######## masked_random_source_flat ########
Fig. 1: masked_random_source_flat, drive-strength map
(3 px per um)
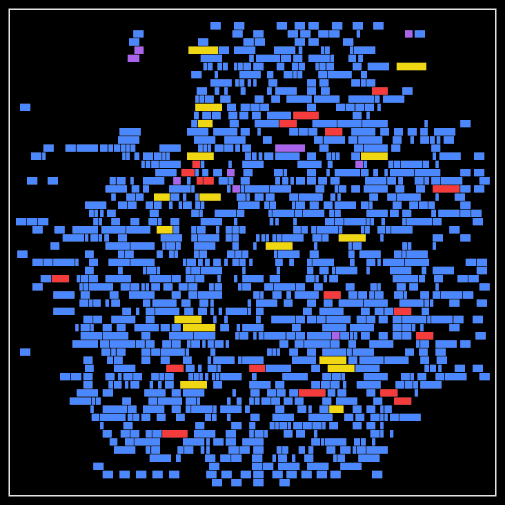

File: src/rtl/masked_random_source_pkg.sv
// masked_random_source_pkg: shared LFSR constants, types and lane-count helper
package masked_random_source_pkg;
  localparam bit [31:0] LFSR_POLY = 32'h80200003;
  typedef bit [31:0] lfsr_word_t;
  typedef enum logic {SEED, RUN} src_state_t;
  function automatic int num_lfsr_lanes(int n);
    return (n + 31) / 32;
  endfunction
endpackage

File: src/rtl/masked_random_source_if.sv
// masked_random_source_if: seeding handshake and randomness output bundle
interface masked_random_source_if #(parameter int NUM_RANDOM = 80);
  logic [31:0] in_seed;
  logic in_seed_valid;
  logic out_seed_ready;
  logic in_reseed;
  logic in_enable;
  logic [NUM_RANDOM-1:0] out_random;
  logic out_valid;
  modport master (
    output in_seed, in_seed_valid, in_reseed, in_enable,
    input out_seed_ready, out_random, out_valid
  );
  modport slave (
    input in_seed, in_seed_valid, in_reseed, in_enable,
    output out_seed_ready, out_random, out_valid
  );
endinterface

File: src/rtl/lfsr32_advance.sv
// lfsr32_advance: combinational STEPS-fold Galois LFSR step
module lfsr32_advance
  import masked_random_source_pkg::*;
#(
  parameter int STEPS = 32
) (
  input  logic [31:0] in_s,
  output logic [31:0] out_s
);
  always_comb begin
    out_s = in_s;
    for (int k = 0; k < STEPS; k++)
      out_s = (out_s >> 1) ^ (out_s[0] ? LFSR_POLY : 32'h0);
  end
endmodule

File: src/rtl/register.sv
// register: plain clocked storage with synchronous clear
module register #(
  parameter int WIDTH = 32
) (
  input  logic clk,
  input  logic rst,
  input  logic [WIDTH-1:0] d,
  output logic [WIDTH-1:0] q
);
  always_ff @(posedge clk)
    q <= rst ? '0 : d;
endmodule

File: src/rtl/masked_random_source.sv
// masked_random_source: seeded bank of 32-bit LFSR lanes feeding masked gadgets
module masked_random_source
  import masked_random_source_pkg::*;
#(
  parameter int NUM_RANDOM = 80,
  parameter int STEPS = 32
) (
  input logic in_clock,
  input logic in_reset,
  masked_random_source_if.slave bus
);
  localparam int NL = num_lfsr_lanes(NUM_RANDOM);
  localparam int IW = NL > 1 ? $clog2(NL) : 1;
  src_state_t state;
  logic [IW-1:0] idx;
  logic ready, valid;
  logic [31:0] lane_q [NL];
  logic [31:0] lane_d [NL];
  logic [31:0] adv [NL];
  logic [31:0] seed_word;
  logic take, last, step;
  // all-zero would lock the LFSR, so it is replaced by 1
  assign seed_word = bus.in_seed == 32'h0 ? 32'h1 : bus.in_seed;
  assign take = ready & bus.in_seed_valid;
  assign last = idx == IW'(NL - 1);
  assign step = valid & bus.in_enable;
  for (genvar i = 0; i < NL; i++) begin : g_lane
    localparam int W = NUM_RANDOM - 32 * i < 32 ? NUM_RANDOM - 32 * i : 32;
    lfsr32_advance #(.STEPS(STEPS)) u_adv (.in_s(lane_q[i]), .out_s(adv[i]));
    assign lane_d[i] = take && idx == IW'(i) ? seed_word : step ? adv[i] : lane_q[i];
    register #(.WIDTH(32)) u_lane (.clk(in_clock), .rst(in_reset), .d(lane_d[i]), .q(lane_q[i]));
    assign bus.out_random[32*i +: W] = lane_q[i][W-1:0];
  end
  always_ff @(posedge in_clock) begin
    if (in_reset) begin
      state <= SEED;
      idx <= '0;
      ready <= 1'b1;
      valid <= 1'b0;
    end else if (state == SEED) begin
      if (take) begin
        idx <= last ? '0 : idx + 1'b1;
        state <= last ? RUN : SEED;
        ready <= !last;
        valid <= last;
      end
    end else if (bus.in_reseed) begin
      state <= SEED;
      idx <= '0;
      ready <= 1'b1;
      valid <= 1'b0;
    end
  end
  assign bus.out_seed_ready = ready;
  assign bus.out_valid = valid;
endmodule

File: src/flat_wrapper.sv
// flat-port wrapper written by rule: the top's interface ports become plain ports
module masked_random_source_flat import masked_random_source_pkg::*;
#(
  parameter int NUM_RANDOM = 80,
  parameter int STEPS = 32
)
  (in_clock, in_reset, bus_in_seed, bus_in_seed_valid, bus_in_reseed, bus_in_enable, bus_out_seed_ready, bus_out_random, bus_out_valid);
  masked_random_source_if #(.NUM_RANDOM(NUM_RANDOM)) bus_i ();
  input logic in_clock;
  input logic in_reset;
  input wire logic [$bits(bus_i.in_seed)-1:0] bus_in_seed;
  input wire logic [$bits(bus_i.in_seed_valid)-1:0] bus_in_seed_valid;
  input wire logic [$bits(bus_i.in_reseed)-1:0] bus_in_reseed;
  input wire logic [$bits(bus_i.in_enable)-1:0] bus_in_enable;
  output wire logic [$bits(bus_i.out_seed_ready)-1:0] bus_out_seed_ready;
  output wire logic [$bits(bus_i.out_random)-1:0] bus_out_random;
  output wire logic [$bits(bus_i.out_valid)-1:0] bus_out_valid;
  assign bus_i.in_seed = bus_in_seed;
  assign bus_i.in_seed_valid = bus_in_seed_valid;
  assign bus_i.in_reseed = bus_in_reseed;
  assign bus_i.in_enable = bus_in_enable;
  assign bus_out_seed_ready = bus_i.out_seed_ready;
  assign bus_out_random = bus_i.out_random;
  assign bus_out_valid = bus_i.out_valid;
  masked_random_source #(.NUM_RANDOM(NUM_RANDOM), .STEPS(STEPS)) u_core (.in_clock(in_clock), .in_reset(in_reset), .bus(bus_i));
endmodule
File: config.mk
export PLATFORM = sky130hd
export DESIGN_NAME = masked_random_source_flat
export DESIGN_NICKNAME = d
export VERILOG_FILES = /design/src/rtl/masked_random_source_pkg.sv /design/src/rtl/masked_random_source_if.sv /design/src/rtl/lfsr32_advance.sv /design/src/rtl/register.sv /design/src/rtl/masked_random_source.sv /design/src/flat_wrapper.sv
export SDC_FILE = /design/constraint.sdc
export NUM_CORES = 1
export LEC_CHECK = 0
export CORE_MARGIN = 1.5
export CORE_UTILIZATION = 35
export CTS_CLUSTER_DIAMETER = 30
export CTS_CLUSTER_SIZE = 25
export DETAILED_ROUTE_END_ITERATION = 10
export GPL_TIMING_DRIVEN = 0
export MAX_ROUTING_LAYER = met4
export REMOVE_ABC_BUFFERS = 1
export SETUP_SLACK_MARGIN = 0.02
export SLEW_MARGIN = 10
export SYNTH_ARGS = -nofsm -noshare
export SYNTH_HDL_FRONTEND = slang
export SYNTH_SLANG_ARGS = --single-unit
File: constraint.sdc
create_clock -name in_clock -period 9.6 [get_ports in_clock]
set_input_delay 2.4 -clock in_clock [delete_from_list [all_inputs] [get_ports in_clock]]
set_output_delay 2.4 -clock in_clock [all_outputs]
set_load 0.03 [all_outputs]
######## as_gpio_wr_sequencer ########
**src/rtl/as_gpio_wr_sequencer.sv**
```systemverilog
// GPIO write sequencer: buffers store requests in a small FIFO and replays each
// one on the GPIO pins with programmable setup/hold and a one-cycle chip select.
module as_gpio_wr_sequencer #(
  parameter int DATA_W     = 8,
  parameter int ADDR_W     = 8,
  parameter int FIFO_DEPTH = 4,
  parameter int SETUP_CYC  = 1,
  parameter int HOLD_CYC   = 1
) (
  input  logic                          clk_i,
  input  logic                          rst_i,
  input  logic                          req_valid_i,
  output logic                          req_ready_o,
  input  logic [ADDR_W-1:0]             req_addr_i,
  input  logic [DATA_W-1:0]             req_data_i,
  output logic [DATA_W-1:0]             gpio_o,
  output logic [ADDR_W-1:0]             gpioAddr_o,
  output logic                          cs_o,
  output logic                          busy_o,
  output logic [$clog2(FIFO_DEPTH):0]   level_o
);

  localparam int PTR_W = $clog2(FIFO_DEPTH);
  localparam int LVL_W = PTR_W + 1;
  localparam logic [3:0] SETUP_LD = 4'((SETUP_CYC > 0) ? SETUP_CYC - 1 : 0);
  localparam logic [3:0] HOLD_LD  = 4'((HOLD_CYC > 0) ? HOLD_CYC - 1 : 0);

  // One-hot state encoding; each bit index names a state flop.
  localparam int S_IDLE   = 0;
  localparam int S_SETUP  = 1;
  localparam int S_STROBE = 2;
  localparam int S_HOLD   = 3;

  typedef logic [3:0] state_t;
  localparam state_t IDLE   = 4'b0001;
  localparam state_t SETUP  = 4'b0010;
  localparam state_t STROBE = 4'b0100;
  localparam state_t HOLD   = 4'b1000;

  typedef struct packed {
    logic [ADDR_W-1:0] addr;
    logic [DATA_W-1:0] data;
  } req_t;

  req_t             mem [FIFO_DEPTH];
  logic [PTR_W-1:0] wr_ptr;
  logic [PTR_W-1:0] rd_ptr;
  logic [LVL_W-1:0] level;
  logic             full;
  logic             empty;
  logic             push;
  logic             pop;
  logic             reload_slot;

  state_t           state_q;
  state_t           state_d;
  logic [3:0]       cnt_q;
  logic [3:0]       cnt_d;

  assign full    = (level == LVL_W'(FIFO_DEPTH));
  assign empty   = (level == '0);
  assign push    = req_valid_i && !full;
  assign level_o = level;

  // NOTE: storage array carries no reset; only pointers and level define
  // which entries are valid, so flushing them is enough.
  always_ff @(posedge clk_i) begin
    if (push) begin
      mem[wr_ptr] <= '{addr: req_addr_i, data: req_data_i};
    end
  end

  // NOTE: sequential state uses non-blocking assignments so every flop
  // samples pre-edge values regardless of statement order.
  always_ff @(posedge clk_i or negedge rst_i) begin
    if (!rst_i) begin
      wr_ptr <= '0;
      rd_ptr <= '0;
      level  <= '0;
    end else begin
      if (push) wr_ptr <= wr_ptr + PTR_W'(1);
      if (pop)  rd_ptr <= rd_ptr + PTR_W'(1);
      case ({push, pop})
        2'b10:   level <= level + LVL_W'(1);
        2'b01:   level <= level - LVL_W'(1);
        default: level <= level;
      endcase
    end
  end

  // State register.
  always_ff @(posedge clk_i or negedge rst_i) begin
    if (!rst_i) begin
      state_q <= IDLE;
      cnt_q   <= '0;
    end else begin
      state_q <= state_d;
      cnt_q   <= cnt_d;
    end
  end

  // Next-state logic. A "reload slot" is any cycle that behaves like IDLE:
  // the head word may be popped and launched straight into its setup phase.
  // NOTE: every combinational output gets a default first, so no path can
  // leave it unassigned and infer a latch.
  always_comb begin
    state_d = state_q;
    cnt_d   = cnt_q;
    if (reload_slot) begin
      if (!empty) begin
        state_d = (SETUP_CYC > 0) ? SETUP : STROBE;
        cnt_d   = SETUP_LD;
      end else begin
        state_d = IDLE;
        cnt_d   = '0;
      end
    end else if (state_q[S_SETUP]) begin
      if (cnt_q == '0) state_d = STROBE;
      else             cnt_d   = cnt_q - 4'd1;
    end else if (state_q[S_STROBE]) begin
      state_d = HOLD;
      cnt_d   = HOLD_LD;
    end else if (state_q[S_HOLD]) begin
      cnt_d = cnt_q - 4'd1;
    end else begin
      state_d = IDLE;
      cnt_d   = '0;
    end
  end

  // Output decode.
  always_comb begin
    reload_slot = state_q[S_IDLE]
               || (state_q[S_STROBE] && (HOLD_CYC == 0))
               || (state_q[S_HOLD] && (cnt_q == '0));
    pop         = reload_slot && !empty;
    cs_o        = state_q[S_STROBE];
    busy_o      = !state_q[S_IDLE] || !empty;
    req_ready_o = !full;
  end

  // Pin registers change only when a word is popped.
  always_ff @(posedge clk_i or negedge rst_i) begin
    if (!rst_i) begin
      gpio_o     <= '0;
      gpioAddr_o <= '0;
    end else if (pop) begin
      gpio_o     <= mem[rd_ptr].data;
      gpioAddr_o <= mem[rd_ptr].addr;
    end
  end

endmodule

```
**config.mk**
```make
export PLATFORM = sky130hd
export DESIGN_NAME = as_gpio_wr_sequencer
export DESIGN_NICKNAME = d
export VERILOG_FILES = /design/src/rtl/as_gpio_wr_sequencer.sv
export SDC_FILE = /design/constraint.sdc
export NUM_CORES = 1
export LEC_CHECK = 0
export ABC_AREA = 1
export CAP_MARGIN = 20
export CORE_MARGIN = 2
export CORE_UTILIZATION = 57
export DETAILED_ROUTE_END_ITERATION = 7
export DONT_BUFFER_PORTS = 1
export PLACE_DENSITY = 0.75
export SLEW_MARGIN = 20
export SYNTH_ARGS = -nofsm -noshare
export SYNTH_HDL_FRONTEND = slang
export SYNTH_SLANG_ARGS = --single-unit
```
**constraint.sdc**
```tcl
create_clock -name clk_i -period 2.2 [get_ports clk_i]
set_clock_uncertainty 0.2 [all_clocks]
set_input_delay 0.55 -clock clk_i [delete_from_list [all_inputs] [get_ports clk_i]]
set_output_delay 0.55 -clock clk_i [all_outputs]
set_load 0.005 [all_outputs]
```
######## serial_sub16 ########
File: src/rtl/serial_sub16_pkg.sv
// Shared constants and FSM state encoding for the nibble-serial 16-bit subtractor.
package serial_sub16_pkg;

  localparam int WIDTH   = 16;
  localparam int NIB_W   = 4;
  localparam int NUM_NIB = 4;
  localparam int IDX_W   = $clog2(NUM_NIB);

  typedef enum logic [1:0] {
    IDLE = 2'd0,
    CALC = 2'd1,
    DONE = 2'd2
  } state_t;

endpackage

File: src/rtl/serial_sub16_sub4.sv
// Combinational 4-bit subtract with borrow in/out: s = a - b - bin.
module sub4 (
  input  logic [3:0] a,
  input  logic [3:0] b,
  input  logic       bin,
  output logic [3:0] s,
  output logic       bout
);

  logic [4:0] diff;

  // A negative 5-bit result sets bit 4, which is exactly the borrow out.
  assign diff = {1'b0, a} - {1'b0, b} - {4'b0000, bin};
  assign s    = diff[3:0];
  assign bout = diff[4];

endmodule

File: src/rtl/serial_sub16.sv
// Nibble-serial 16-bit subtractor: one shared sub4 walks LSB to MSB over four CALC cycles,
// then result and flags are published together on entry to DONE.
module serial_sub16
  import serial_sub16_pkg::*;
(
  input  logic        clk,
  input  logic        rst,
  input  logic        start,
  input  logic [15:0] x,
  input  logic [15:0] y,
  output logic        busy,
  output logic        done,
  output logic [15:0] z,
  output logic        sign,
  output logic        zero,
  output logic        borrow,
  output logic        parity,
  output logic        overflow
);

  state_t                   state, state_next;
  logic [IDX_W-1:0]         idx;
  logic                     bin_q;
  logic [WIDTH-1:0]         x_q, y_q;
  logic [WIDTH-NIB_W-1:0]   acc;
  logic [NIB_W-1:0]         nib_s;
  logic                     nib_bout;
  logic                     last_nib;
  logic                     start_ok;
  logic [WIDTH-1:0]         z_final;

  sub4 u_sub4 (
    .a    (x_q[idx*NIB_W +: NIB_W]),
    .b    (y_q[idx*NIB_W +: NIB_W]),
    .bin  (bin_q),
    .s    (nib_s),
    .bout (nib_bout)
  );

  assign last_nib = (idx == IDX_W'(NUM_NIB - 1));
  assign start_ok = start && (state != CALC);
  // Lower nibbles come from the shift accumulator; the top nibble is the one just computed.
  assign z_final  = {nib_s, acc};
  assign busy     = (state == CALC);
  assign done     = (state == DONE);

  // NOTE: every output of a combinational block gets a default first so no latch is inferred.
  always_comb begin
    state_next = state;
    case (state)
      IDLE:    if (start) state_next = CALC;
      CALC:    if (last_nib) state_next = DONE;
      DONE:    state_next = start ? CALC : IDLE;
      default: state_next = IDLE;
    endcase
  end

  // NOTE: sequential state uses non-blocking assignments so all registers see pre-edge values.
  always_ff @(posedge clk) begin
    if (rst) begin
      state    <= IDLE;
      idx      <= '0;
      bin_q    <= 1'b0;
      x_q      <= '0;
      y_q      <= '0;
      acc      <= '0;
      z        <= '0;
      sign     <= 1'b0;
      zero     <= 1'b0;
      borrow   <= 1'b0;
      parity   <= 1'b0;
      overflow <= 1'b0;
    end else begin
      state <= state_next;
      if (start_ok) begin
        x_q   <= x;
        y_q   <= y;
        idx   <= '0;
        bin_q <= 1'b0;
      end else if (state == CALC) begin
        acc   <= {nib_s, acc[WIDTH-NIB_W-1:NIB_W]};
        bin_q <= nib_bout;
        idx   <= idx + 1'b1;
        if (last_nib) begin
          z        <= z_final;
          sign     <= z_final[WIDTH-1];
          zero     <= ~|z_final;
          parity   <= ~^z_final;
          borrow   <= nib_bout;
          overflow <= (x_q[WIDTH-1] & ~y_q[WIDTH-1] & ~z_final[WIDTH-1]) |
                      (~x_q[WIDTH-1] & y_q[WIDTH-1] & z_final[WIDTH-1]);
        end
      end
    end
  end

endmodule

File: config.mk
export PLATFORM = sky130hd
export DESIGN_NAME = serial_sub16
export DESIGN_NICKNAME = d
export VERILOG_FILES = /design/src/rtl/serial_sub16_pkg.sv /design/src/rtl/serial_sub16_sub4.sv /design/src/rtl/serial_sub16.sv
export SDC_FILE = /design/constraint.sdc
export NUM_CORES = 1
export LEC_CHECK = 0
export CAP_MARGIN = 20
export CORE_MARGIN = 3
export CORE_UTILIZATION = 52
export CTS_CLUSTER_DIAMETER = 60
export DETAILED_ROUTE_END_ITERATION = 8
export GPL_TIMING_DRIVEN = 0
export PLACE_DENSITY = 0.82
export SYNTH_ARGS = -nofsm -noshare
export SYNTH_HDL_FRONTEND = slang
export SYNTH_SLANG_ARGS = --single-unit
export TNS_END_PERCENT = 5
File: constraint.sdc
create_clock -name clk -period 4.5 [get_ports clk]
set_input_delay 0.9 -clock clk [delete_from_list [all_inputs] [get_ports clk]]
set_output_delay 0.9 -clock clk [all_outputs]
set_load 0.05 [all_outputs]
######## wb_master_arbiter_flat ########
**config.mk**
```make
export PLATFORM = sky130hd
export DESIGN_NAME = wb_master_arbiter_flat
export DESIGN_NICKNAME = d
export VERILOG_FILES = /design/src/rtl/wb_arb_pkg.sv /design/src/rtl/wb_master_arbiter_if.sv /design/src/rtl/wb_arb_rr_pick.sv /design/src/rtl/wb_master_arbiter_chk.sv /design/src/rtl/wb_master_arbiter.sv /design/src/flat_wrapper.sv
export SDC_FILE = /design/constraint.sdc
export NUM_CORES = 1
export LEC_CHECK = 0
export CORE_AREA = 2 2 140 142
export DETAILED_ROUTE_END_ITERATION = 10
export DIE_AREA = 0 0 142 144
export REMOVE_ABC_BUFFERS = 1
export SLEW_MARGIN = 20
export SYNTH_ARGS = -nofsm -noshare
export SYNTH_HDL_FRONTEND = slang
export SYNTH_SLANG_ARGS = --single-unit
```
**constraint.sdc**
```tcl
create_clock -name clk -period 2.8 [get_ports clk]
set_input_delay 0.56 -clock clk [delete_from_list [all_inputs] [get_ports clk]]
set_output_delay 0.56 -clock clk [all_outputs]
set_load 0.02 [all_outputs]
```
**src/rtl/wb_arb_pkg.sv**
```systemverilog
// Shared types for the Wishbone master arbiter: FSM states, owner index type
// and a width helper.
package wb_arb_pkg;

    typedef enum logic [1:0] {
        IDLE  = 2'd0,
        BUSY  = 2'd1,
        ABORT = 2'd2
    } arb_state_e;

    localparam int unsigned MAX_MASTERS = 8;

    typedef logic [$clog2(MAX_MASTERS)-1:0] owner_idx_t;

    function automatic int unsigned min1_clog2(input int unsigned n);
        return (n > 1) ? $clog2(n) : 1;
    endfunction

endpackage

```
**src/rtl/wb_master_arbiter_if.sv**
```systemverilog
// Bundles the master-side and slave-side Wishbone B4 pipelined signals that
// pass through the arbiter.
interface wb_master_arbiter_if #(
  parameter int unsigned NrMasters = 3,
  parameter int unsigned AddrWidth = 32,
  parameter int unsigned DataWidth = 32
);
  logic [NrMasters-1:0]                   m_cyc;
  logic [NrMasters-1:0]                   m_stb;
  logic [NrMasters-1:0]                   m_we;
  logic [NrMasters-1:0][AddrWidth-1:0]    m_adr;
  logic [NrMasters-1:0][DataWidth/8-1:0]  m_sel;
  logic [NrMasters-1:0][DataWidth-1:0]    m_dat;
  logic [DataWidth-1:0]                   m_rdat;
  logic [NrMasters-1:0]                   m_ack;
  logic [NrMasters-1:0]                   m_err;
  logic [NrMasters-1:0]                   m_stall;
  logic                                   s_cyc;
  logic                                   s_stb;
  logic                                   s_we;
  logic [AddrWidth-1:0]                   s_adr;
  logic [DataWidth/8-1:0]                 s_sel;
  logic [DataWidth-1:0]                   s_dat;
  logic [DataWidth-1:0]                   s_rdat;
  logic                                   s_ack;
  logic                                   s_err;
  logic                                   s_stall;

  modport arbiter (
    input  m_cyc, m_stb, m_we, m_adr, m_sel, m_dat,
    output m_rdat, m_ack, m_err, m_stall,
    output s_cyc, s_stb, s_we, s_adr, s_sel, s_dat,
    input  s_rdat, s_ack, s_err, s_stall
  );

  modport master (
    output m_cyc, m_stb, m_we, m_adr, m_sel, m_dat,
    input  m_rdat, m_ack, m_err, m_stall
  );

  modport slave (
    input  s_cyc, s_stb, s_we, s_adr, s_sel, s_dat,
    output s_rdat, s_ack, s_err, s_stall
  );
endinterface

```
**src/rtl/wb_arb_rr_pick.sv**
```systemverilog
// Combinational round-robin picker: first requester after `last`, with an
// optional strict-priority override for requester 0.
module wb_arb_rr_pick #(
  parameter int unsigned NrMasters = 3,
  parameter int unsigned IdxWidth  = 2
) (
  input  logic [NrMasters-1:0] req,
  input  logic [IdxWidth-1:0]  last,
  input  logic                 prio0,
  output logic [IdxWidth-1:0]  grant,
  output logic                 valid
);
  logic [IdxWidth-1:0] rr_grant_s;
  logic                rr_valid_s;
  int unsigned         idx_s;

  // Scan from farthest to nearest so the requester closest after last is kept.
  always_comb begin
    rr_grant_s = '0;
    rr_valid_s = 1'b0;
    idx_s      = 0;
    for (int unsigned k = NrMasters; k > 0; k--) begin
      idx_s = (32'(last) + k) % NrMasters;
      if (req[idx_s[IdxWidth-1:0]]) begin
        rr_grant_s = idx_s[IdxWidth-1:0];
        rr_valid_s = 1'b1;
      end else begin
        rr_grant_s = rr_grant_s;
      end
    end
  end

  // Apply the priority override on top of the rotating choice.
  always_comb begin
    if (prio0 && req[0]) begin
      grant = '0;
      valid = 1'b1;
    end else begin
      grant = rr_grant_s;
      valid = rr_valid_s;
    end
  end
endmodule

```
**src/rtl/wb_master_arbiter_chk.sv**
```systemverilog
// Protocol invariants of the arbiter: single responder, quiet slave port when
// idle, bounded pipeline depth.
module wb_master_arbiter_chk #(
  parameter int unsigned        NrMasters = 3,
  parameter int unsigned        CntWidth  = 3,
  parameter logic [CntWidth-1:0] MaxCnt   = '0
) (
  input logic                 clk,
  input logic                 rst,
  input logic [NrMasters-1:0] m_ack,
  input logic [NrMasters-1:0] m_err,
  input logic                 s_cyc,
  input logic                 idle,
  input logic [CntWidth-1:0]  outstanding
);
  a_resp_onehot: assert property (@(posedge clk) disable iff (rst) $onehot0(m_ack | m_err));
  a_idle_no_cyc: assert property (@(posedge clk) disable iff (rst) idle |-> !s_cyc);
  a_out_bound:   assert property (@(posedge clk) disable iff (rst) outstanding <= MaxCnt);
endmodule

```
**src/rtl/wb_master_arbiter.sv**
```systemverilog
// Shares one Wishbone B4 pipelined slave among NrMasters masters with
// round-robin arbitration, outstanding-strobe cap and a hang watchdog.
module wb_master_arbiter
  import wb_arb_pkg::*;
#(
  parameter int unsigned NrMasters      = 3,
  parameter int unsigned AddrWidth      = 32,
  parameter int unsigned DataWidth      = 32,
  parameter int unsigned MaxOutstanding = 4,
  parameter int unsigned TimeoutCycles  = 1024,
  parameter int unsigned DbgPriority    = 1
) (
  input  logic                         clk,
  input  logic                         rst,
  wb_master_arbiter_if.arbiter         bus,
  output logic [$clog2(NrMasters)-1:0] owner,
  output logic                         busy
);
  localparam int unsigned     OW         = $clog2(NrMasters);
  localparam int unsigned     CW         = $clog2(MaxOutstanding + 1);
  localparam int unsigned     WW         = min1_clog2(TimeoutCycles);
  localparam logic [CW-1:0]   OUT_MAX    = CW'(MaxOutstanding);
  localparam logic [WW-1:0]   WDOG_LIMIT = WW'((TimeoutCycles == 0) ? 0 : TimeoutCycles - 1);
  localparam logic            WDOG_EN    = 1'(TimeoutCycles != 0);
  localparam logic            PRIO0      = 1'(DbgPriority != 0);

  arb_state_e    state_r;
  logic [OW-1:0] owner_r;
  logic [OW-1:0] last_r;
  logic [CW-1:0] out_r;
  logic [WW-1:0] wdog_r;
  logic          err_pend_r;

  logic [OW-1:0] grant_s;
  logic          grant_vld_s;
  logic          cap_s;
  logic          own_cyc_s;
  logic          accept_s;
  logic          resp_s;
  logic          wdog_hit_s;
  logic [CW-1:0] out_next_s;

  wb_arb_rr_pick #(.NrMasters(NrMasters), .IdxWidth(OW)) u_pick (
    .req   (bus.m_cyc),
    .last  (last_r),
    .prio0 (PRIO0),
    .grant (grant_s),
    .valid (grant_vld_s)
  );

  assign bus.m_rdat = bus.s_rdat;
  assign owner      = owner_r;
  assign busy       = (state_r != IDLE);

  // Owner-to-slave routing; outside BUSY the slave sees no cycle and every master is stalled.
  always_comb begin
    cap_s       = (out_r == OUT_MAX);
    own_cyc_s   = bus.m_cyc[owner_r];
    bus.s_cyc   = 1'b0;
    bus.s_stb   = 1'b0;
    bus.s_we    = bus.m_we[owner_r];
    bus.s_adr   = bus.m_adr[owner_r];
    bus.s_sel   = bus.m_sel[owner_r];
    bus.s_dat   = bus.m_dat[owner_r];
    bus.m_ack   = '0;
    bus.m_err   = '0;
    bus.m_stall = '1;
    if (state_r == BUSY) begin
      bus.s_cyc              = own_cyc_s;
      bus.s_stb              = bus.m_stb[owner_r] & ~cap_s;
      bus.m_stall[owner_r]   = bus.s_stall | cap_s;
      bus.m_ack[owner_r]     = bus.s_ack;
      bus.m_err[owner_r]     = bus.s_err;
    end else if (state_r == ABORT) begin
      bus.m_err[owner_r]     = err_pend_r;
    end else begin
      bus.s_cyc              = 1'b0;
    end
  end

  // Pipeline depth bookkeeping and watchdog trigger for the current tenure.
  always_comb begin
    accept_s   = (state_r == BUSY) & bus.s_stb & ~bus.s_stall;
    resp_s     = (state_r == BUSY) & (bus.s_ack | bus.s_err);
    wdog_hit_s = WDOG_EN & (out_r != '0) & ~resp_s & (wdog_r == WDOG_LIMIT);
    if (accept_s && !resp_s) begin
      out_next_s = out_r + CW'(1);
    end else if (!accept_s && resp_s && (out_r != '0)) begin
      out_next_s = out_r - CW'(1);
    end else begin
      out_next_s = out_r;
    end
  end

  // Tenure FSM: a dropped owner cycle always takes precedence over a watchdog abort.
  always_ff @(posedge clk or posedge rst) begin
    if (rst) begin
      state_r    <= IDLE;
      owner_r    <= '0;
      last_r     <= OW'(NrMasters - 1);
      out_r      <= '0;
      wdog_r     <= '0;
      err_pend_r <= 1'b0;
    end else begin
      case (state_r)
        IDLE: begin
          out_r      <= '0;
          wdog_r     <= '0;
          err_pend_r <= 1'b0;
          if (grant_vld_s) begin
            owner_r <= grant_s;
            state_r <= BUSY;
          end
        end
        BUSY: begin
          if (!own_cyc_s) begin
            state_r <= IDLE;
            last_r  <= owner_r;
            out_r   <= '0;
            wdog_r  <= '0;
          end else if (wdog_hit_s) begin
            state_r    <= ABORT;
            err_pend_r <= 1'b1;
            out_r      <= '0;
            wdog_r     <= '0;
          end else begin
            out_r  <= out_next_s;
            wdog_r <= ((out_r != '0) && !resp_s) ? wdog_r + WW'(1) : '0;
          end
        end
        ABORT: begin
          err_pend_r <= 1'b0;
          if (!own_cyc_s) begin
            state_r <= IDLE;
            last_r  <= owner_r;
          end
        end
        default: state_r <= IDLE;
      endcase
    end
  end

  wb_master_arbiter_chk #(.NrMasters(NrMasters), .CntWidth(CW), .MaxCnt(OUT_MAX)) u_chk (
    .clk         (clk),
    .rst         (rst),
    .m_ack       (bus.m_ack),
    .m_err       (bus.m_err),
    .s_cyc       (bus.s_cyc),
    .idle        (state_r == IDLE),
    .outstanding (out_r)
  );
endmodule

```
**src/flat_wrapper.sv**
```systemverilog
// flat-port wrapper written by rule: the top's interface ports become plain ports
module wb_master_arbiter_flat import wb_arb_pkg::*;
#(
  parameter int unsigned NrMasters      = 3,
  parameter int unsigned AddrWidth      = 32,
  parameter int unsigned DataWidth      = 32,
  parameter int unsigned MaxOutstanding = 4,
  parameter int unsigned TimeoutCycles  = 1024,
  parameter int unsigned DbgPriority    = 1
)
  (clk, rst, owner, busy, bus_m_cyc, bus_m_stb, bus_m_we, bus_m_adr, bus_m_sel, bus_m_dat, bus_m_rdat, bus_m_ack, bus_m_err, bus_m_stall, bus_s_cyc, bus_s_stb, bus_s_we, bus_s_adr, bus_s_sel, bus_s_dat, bus_s_rdat, bus_s_ack, bus_s_err, bus_s_stall);
  wb_master_arbiter_if #(.NrMasters(NrMasters), .AddrWidth(AddrWidth), .DataWidth(DataWidth)) bus_i ();
  input  logic clk;
  input  logic rst;
  output logic [$clog2(NrMasters)-1:0] owner;
  output logic busy;
  input wire logic [$bits(bus_i.m_cyc)-1:0] bus_m_cyc;
  input wire logic [$bits(bus_i.m_stb)-1:0] bus_m_stb;
  input wire logic [$bits(bus_i.m_we)-1:0] bus_m_we;
  input wire logic [$bits(bus_i.m_adr)-1:0] bus_m_adr;
  input wire logic [$bits(bus_i.m_sel)-1:0] bus_m_sel;
  input wire logic [$bits(bus_i.m_dat)-1:0] bus_m_dat;
  output wire logic [$bits(bus_i.m_rdat)-1:0] bus_m_rdat;
  output wire logic [$bits(bus_i.m_ack)-1:0] bus_m_ack;
  output wire logic [$bits(bus_i.m_err)-1:0] bus_m_err;
  output wire logic [$bits(bus_i.m_stall)-1:0] bus_m_stall;
  output wire logic [$bits(bus_i.s_cyc)-1:0] bus_s_cyc;
  output wire logic [$bits(bus_i.s_stb)-1:0] bus_s_stb;
  output wire logic [$bits(bus_i.s_we)-1:0] bus_s_we;
  output wire logic [$bits(bus_i.s_adr)-1:0] bus_s_adr;
  output wire logic [$bits(bus_i.s_sel)-1:0] bus_s_sel;
  output wire logic [$bits(bus_i.s_dat)-1:0] bus_s_dat;
  input wire logic [$bits(bus_i.s_rdat)-1:0] bus_s_rdat;
  input wire logic [$bits(bus_i.s_ack)-1:0] bus_s_ack;
  input wire logic [$bits(bus_i.s_err)-1:0] bus_s_err;
  input wire logic [$bits(bus_i.s_stall)-1:0] bus_s_stall;
  assign bus_i.m_cyc = bus_m_cyc;
  assign bus_i.m_stb = bus_m_stb;
  assign bus_i.m_we = bus_m_we;
  assign bus_i.m_adr = bus_m_adr;
  assign bus_i.m_sel = bus_m_sel;
  assign bus_i.m_dat = bus_m_dat;
  assign bus_m_rdat = bus_i.m_rdat;
  assign bus_m_ack = bus_i.m_ack;
  assign bus_m_err = bus_i.m_err;
  assign bus_m_stall = bus_i.m_stall;
  assign bus_s_cyc = bus_i.s_cyc;
  assign bus_s_stb = bus_i.s_stb;
  assign bus_s_we = bus_i.s_we;
  assign bus_s_adr = bus_i.s_adr;
  assign bus_s_sel = bus_i.s_sel;
  assign bus_s_dat = bus_i.s_dat;
  assign bus_i.s_rdat = bus_s_rdat;
  assign bus_i.s_ack = bus_s_ack;
  assign bus_i.s_err = bus_s_err;
  assign bus_i.s_stall = bus_s_stall;
  wb_master_arbiter #(.NrMasters(NrMasters), .AddrWidth(AddrWidth), .DataWidth(DataWidth), .MaxOutstanding(MaxOutstanding), .TimeoutCycles(TimeoutCycles), .DbgPriority(DbgPriority)) u_core (.clk(clk), .rst(rst), .bus(bus_i), .owner(owner), .busy(busy));
endmodule
```
Fig. 2: serial_sub16, cell outlines without signal wires
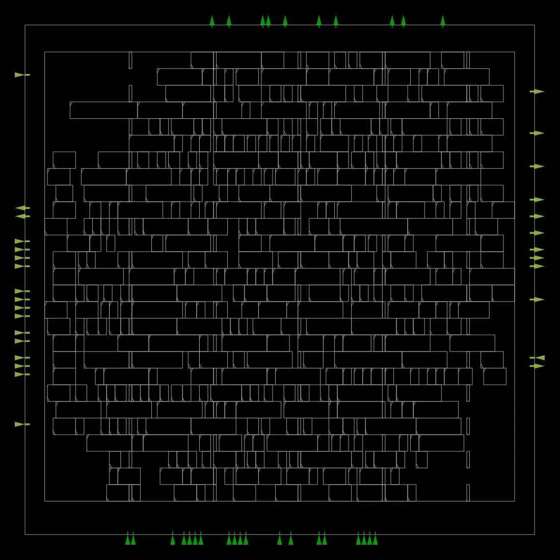
n_taps: 72
Post-Layout Cell Count: 518
flop share of the area: 0.3455
Util after Layout: 0.7086

==> summary.txt, serial_sub16 <==
run results: status=completed, Final setup viols=0, main flop type after synthesis=dfxtp_1, Dominant comb cell=simple AND/OR/NAND/NOR gates, Post-CTS Setup Bufs=0, TritonCTS Sinks=69, total track usage=0.2139, Crit-path slowest cell=mux4_2, Worst R2R Start=idx[0], GR Util met3=0.06349, CP required=4740 ps, crit start category=flop, ao+oa area frac=0.1257, crit path time final=3666 ps, Reg power frac=0.426, row count=27, Slowest Stage Delay on Critical Path=540 ps, Placer Congestion=0.8455, tool warnings=26, Routed met1 length=3.003 mm, clock-pin slew on the worst setup and hold paths=70 ps, Combinational Power Share=0.180, NonClk Buf Share=0.1743, Post-synth top cells=116 x nand2_1, 69 x dfxtp_1, 61 x a21oi_1, 23 x inv_1, crit path capture type=flop, xor+xnor area frac=0.02698, global-route wire length before repair=12.10 mm, Design Power=1538 uW, Detailed Place HPWL=5.298 mm, clk ins delay skew pair=350 ps, Logic power comb=277 uW, vias per cell=5.349, max_slew headroom=0.6586, Seq/Total Area, Yosys=0.4446, Fill cells=447, Pleak=0.001450 uW, Clock power frac=0.394, mi-comb count=255, placed instance count=502, DRC=0, top flop regs=x_q x16, y_q x16, z x16
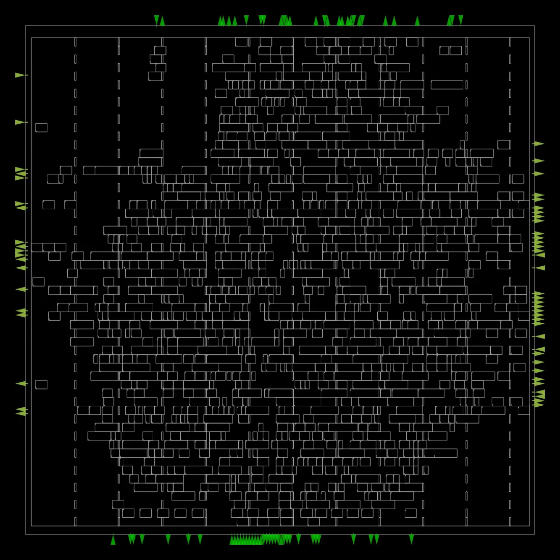
Fig. 3. Cell outlines without signal wires (masked_random_source_flat).
n_taps: 324
Fill cells: 2,453

About Fig. 1:
- blue: x1 and smaller (cells 960; share 96%)
- yellow: x6 and larger (cells 17; share 1.7%)
- purple: x3 and x4 (cells 9; share 0.90%)
- red: x2 (cells 19; share 1.9%)
Non-Clock Buffer Count: 126
Area Growth Syn to Fin: 18.48%
final setup margin: 5318 ps
final instance area: 10,440 um2

==> summary.txt, masked_random_source_flat <==
run results: crit-path max FO=13, Hold EP=u_core.g_lane[2].u_lane.q[24], worst hold start=u_core.g_lane[2].u_lane.q[24], status=completed, final net count=1,038, Power Density=300.0 nW/um2, gr ovfl total=0, CTS tree=done, placed inst area=10,130 um2, unrepaired setup endpoints after global routing=no, DRT Pass-1 Iters=5, Worst R2R Start=u_core.g_lane[0].u_lane.q[0], Hold Crit Class=flop to flop, worst path arrival time=4520 ps, P_seq=505 uW, DIE WIDTH=161.6 um, Initial Util=0.3590, cell count in the Yosys report=950, Post-synth top cells=164 x xnor2_1, 115 x nor2_1, 101 x dfxtp_1, 74 x nand2_1, 74 x xor2_1, crit path capture=u_core.g_lane[2].u_lane.q[18], # clk buffers=12, CP Cell Sequence=clkdlybuf4s50_1 -> nand2_1 -> nor3b_2 -> buf_4 -> nor2_1 -> and4_1 -> a311oi_1 -> nand3_1, vias in the first global route=6,786, Sw Pwr=1286 uW, row count=57, mux share=0.001136, GR Util met3=0.03647
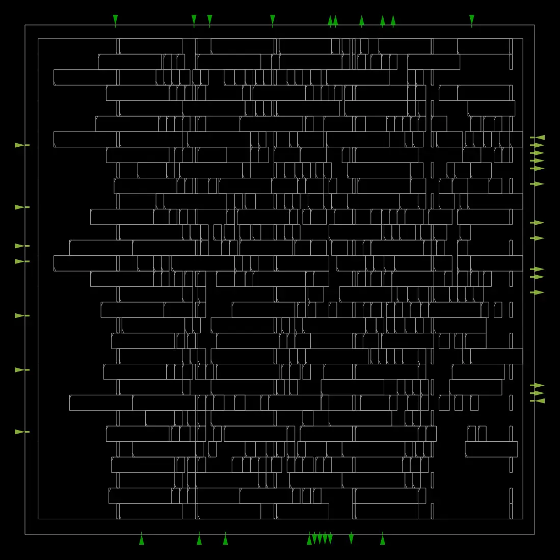
Fig. 4. Cell outlines without signal wires (as_gpio_wr_sequencer).
Fill cells: 558
row count: 31
registers: 95

==> summary.txt, as_gpio_wr_sequencer <==
run results: most used cell, CP=inv_2, TritonCTS Sinks=95, Util after Layout=0.6309, die footprint=8000 um2, post_cts resized=0, Die Y=89.45 um, final net count=450, Yosys warning count=0, xor+xnor area frac=0.01263, Hold EP=mem[0][0], worst path arrival time=2190 ps, # Max-Cap Violations=0, met2 routed WL=3.831 mm, EDFF count, synth=64, Slowest Stage Delay on Critical Path=420 ps, status=completed, crit path capture type=flop, Worst R2R Start=cnt_q[0], tool warnings=30, crit path capture=level_o[2], pre-CTS setup slack=81.64 ps, placed inst area=4278 um2, Sw Pwr=2466 uW, chip area line of the yosys report=4161 um2, total track usage=0.2088, Fmax=465.2 MHz, global-route wire length before repair=12.32 mm, # clk buffers=9, n_taps=99, DRT Pass-1 Iters=4, crit-path max FO=4, switching share of power=0.3939, CP required=2240 ps, Tcrit/Tclk final=0.9772, core box area=7176 um2, DR iter-0 viols=191, Max-area cell class=sequential cells, Detailed Place HPWL=4.870 mm, Clock net power=1120 uW, cells after synthesis=410, NonClk Buf Share=0.03483, FF-to-FF End=level_o[2], Hold Crit Class=input port to flop
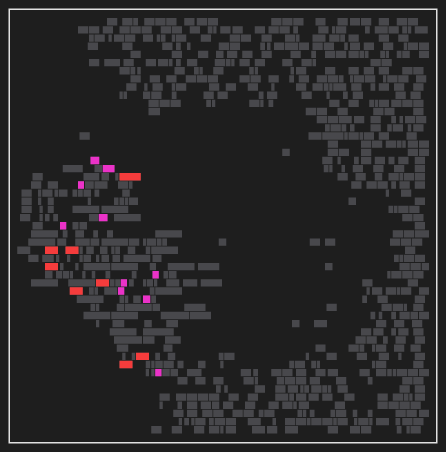
Fig. 5. Gate families picked out (wb_master_arbiter_flat).
(3 px per um)
- magenta: and/or cells (cells 10; most used and3_1; where west)
- red: fa/ha/maj cells (cells 8; most used ha_1)
logic share of the area: 0.3415
Post-Layout Cell Count: 922
dominant logic cell type in the layout: clkdlybuf4s50_1

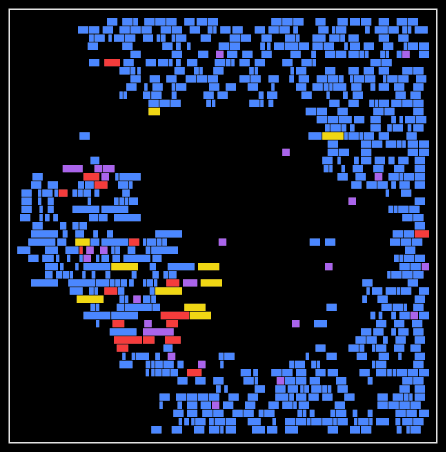
Fig. 6. Drive-strength map (wb_master_arbiter_flat).
(3 px per um)
- blue: x1 and smaller (cells 632; share 92%)
- yellow: x6 and larger (cells 10; share 1.5%)
- red: x2 (cells 17; share 2.5%)
- purple: x3 and x4 (cells 25; share 3.7%)

==> summary.txt, wb_master_arbiter_flat <==
run results: Fin. Hold Viols=0, max reg flops=10, NonClk Buf Share=0.5112, crit start category=flop, pre-CTS setup slack=101.4 ps, Slew @ Worst Pin=523.0 ps, yosys simple share=0.1950, Pleak=0.002481 uW, skew final=1.626 ps, status=completed, Flop area=506.7 um2, final instance area=6371 um2, Fmax=366.0 MHz, cell count in the Yosys report=417, Top Consumer=combinational logic


==> gallery <==
I/O nets highlighted.
image #1
(1.5 px per um)
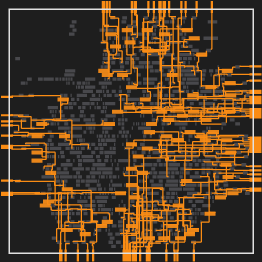
image #2
(2 px per um)
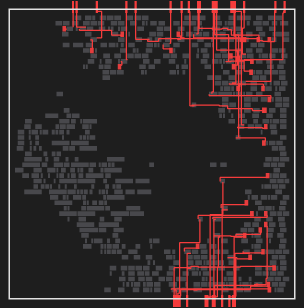
image #3
(3 px per um)
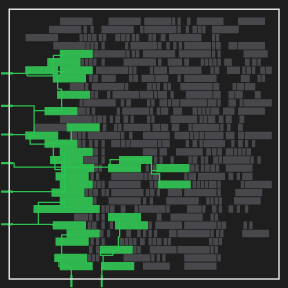
image #4
(3 px per um)
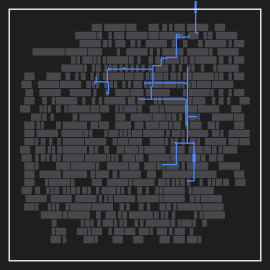
For serial_sub16, see image #4.
For as_gpio_wr_sequencer, see image #3.
For wb_master_arbiter_flat, see image #2.
For masked_random_source_flat, see image #1.


==> screenshots <==
Gate families picked out.
Plate I
(6 px per um)
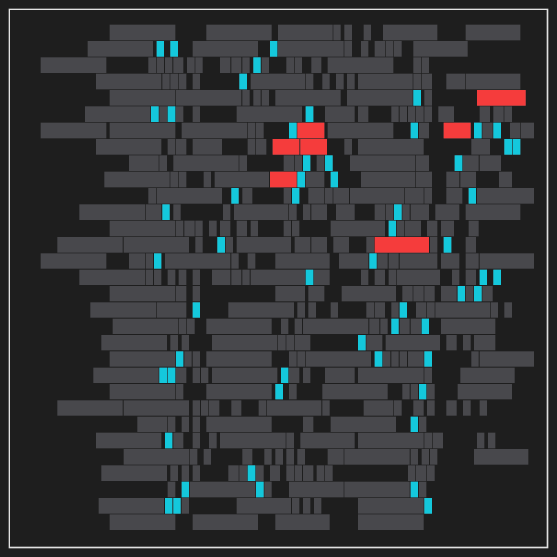
Plate II
(3 px per um)
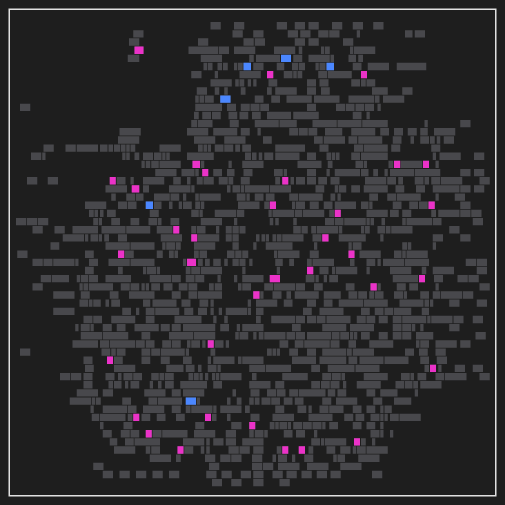
Plate III
(6 px per um)
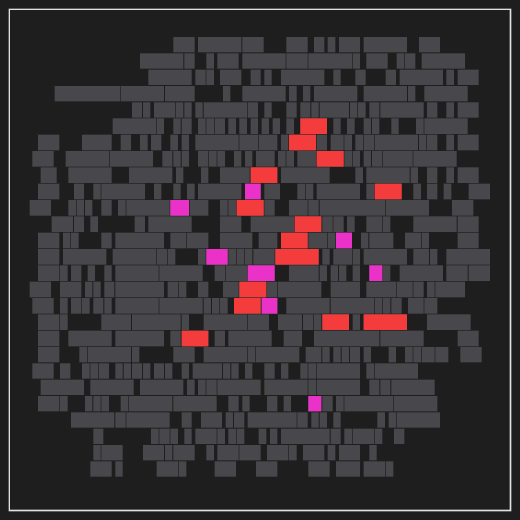
Plate II -> masked_random_source_flat
Plate I -> as_gpio_wr_sequencer
Plate III -> serial_sub16
- largest die: Plate II

Key to Plate II:
- blue: non-inverting ao/oa cells (cells 6; most used o21a_1)
- magenta: and/or cells (cells 35; most used or3_1)

Power is estimated from default activity; no workload was simulated.
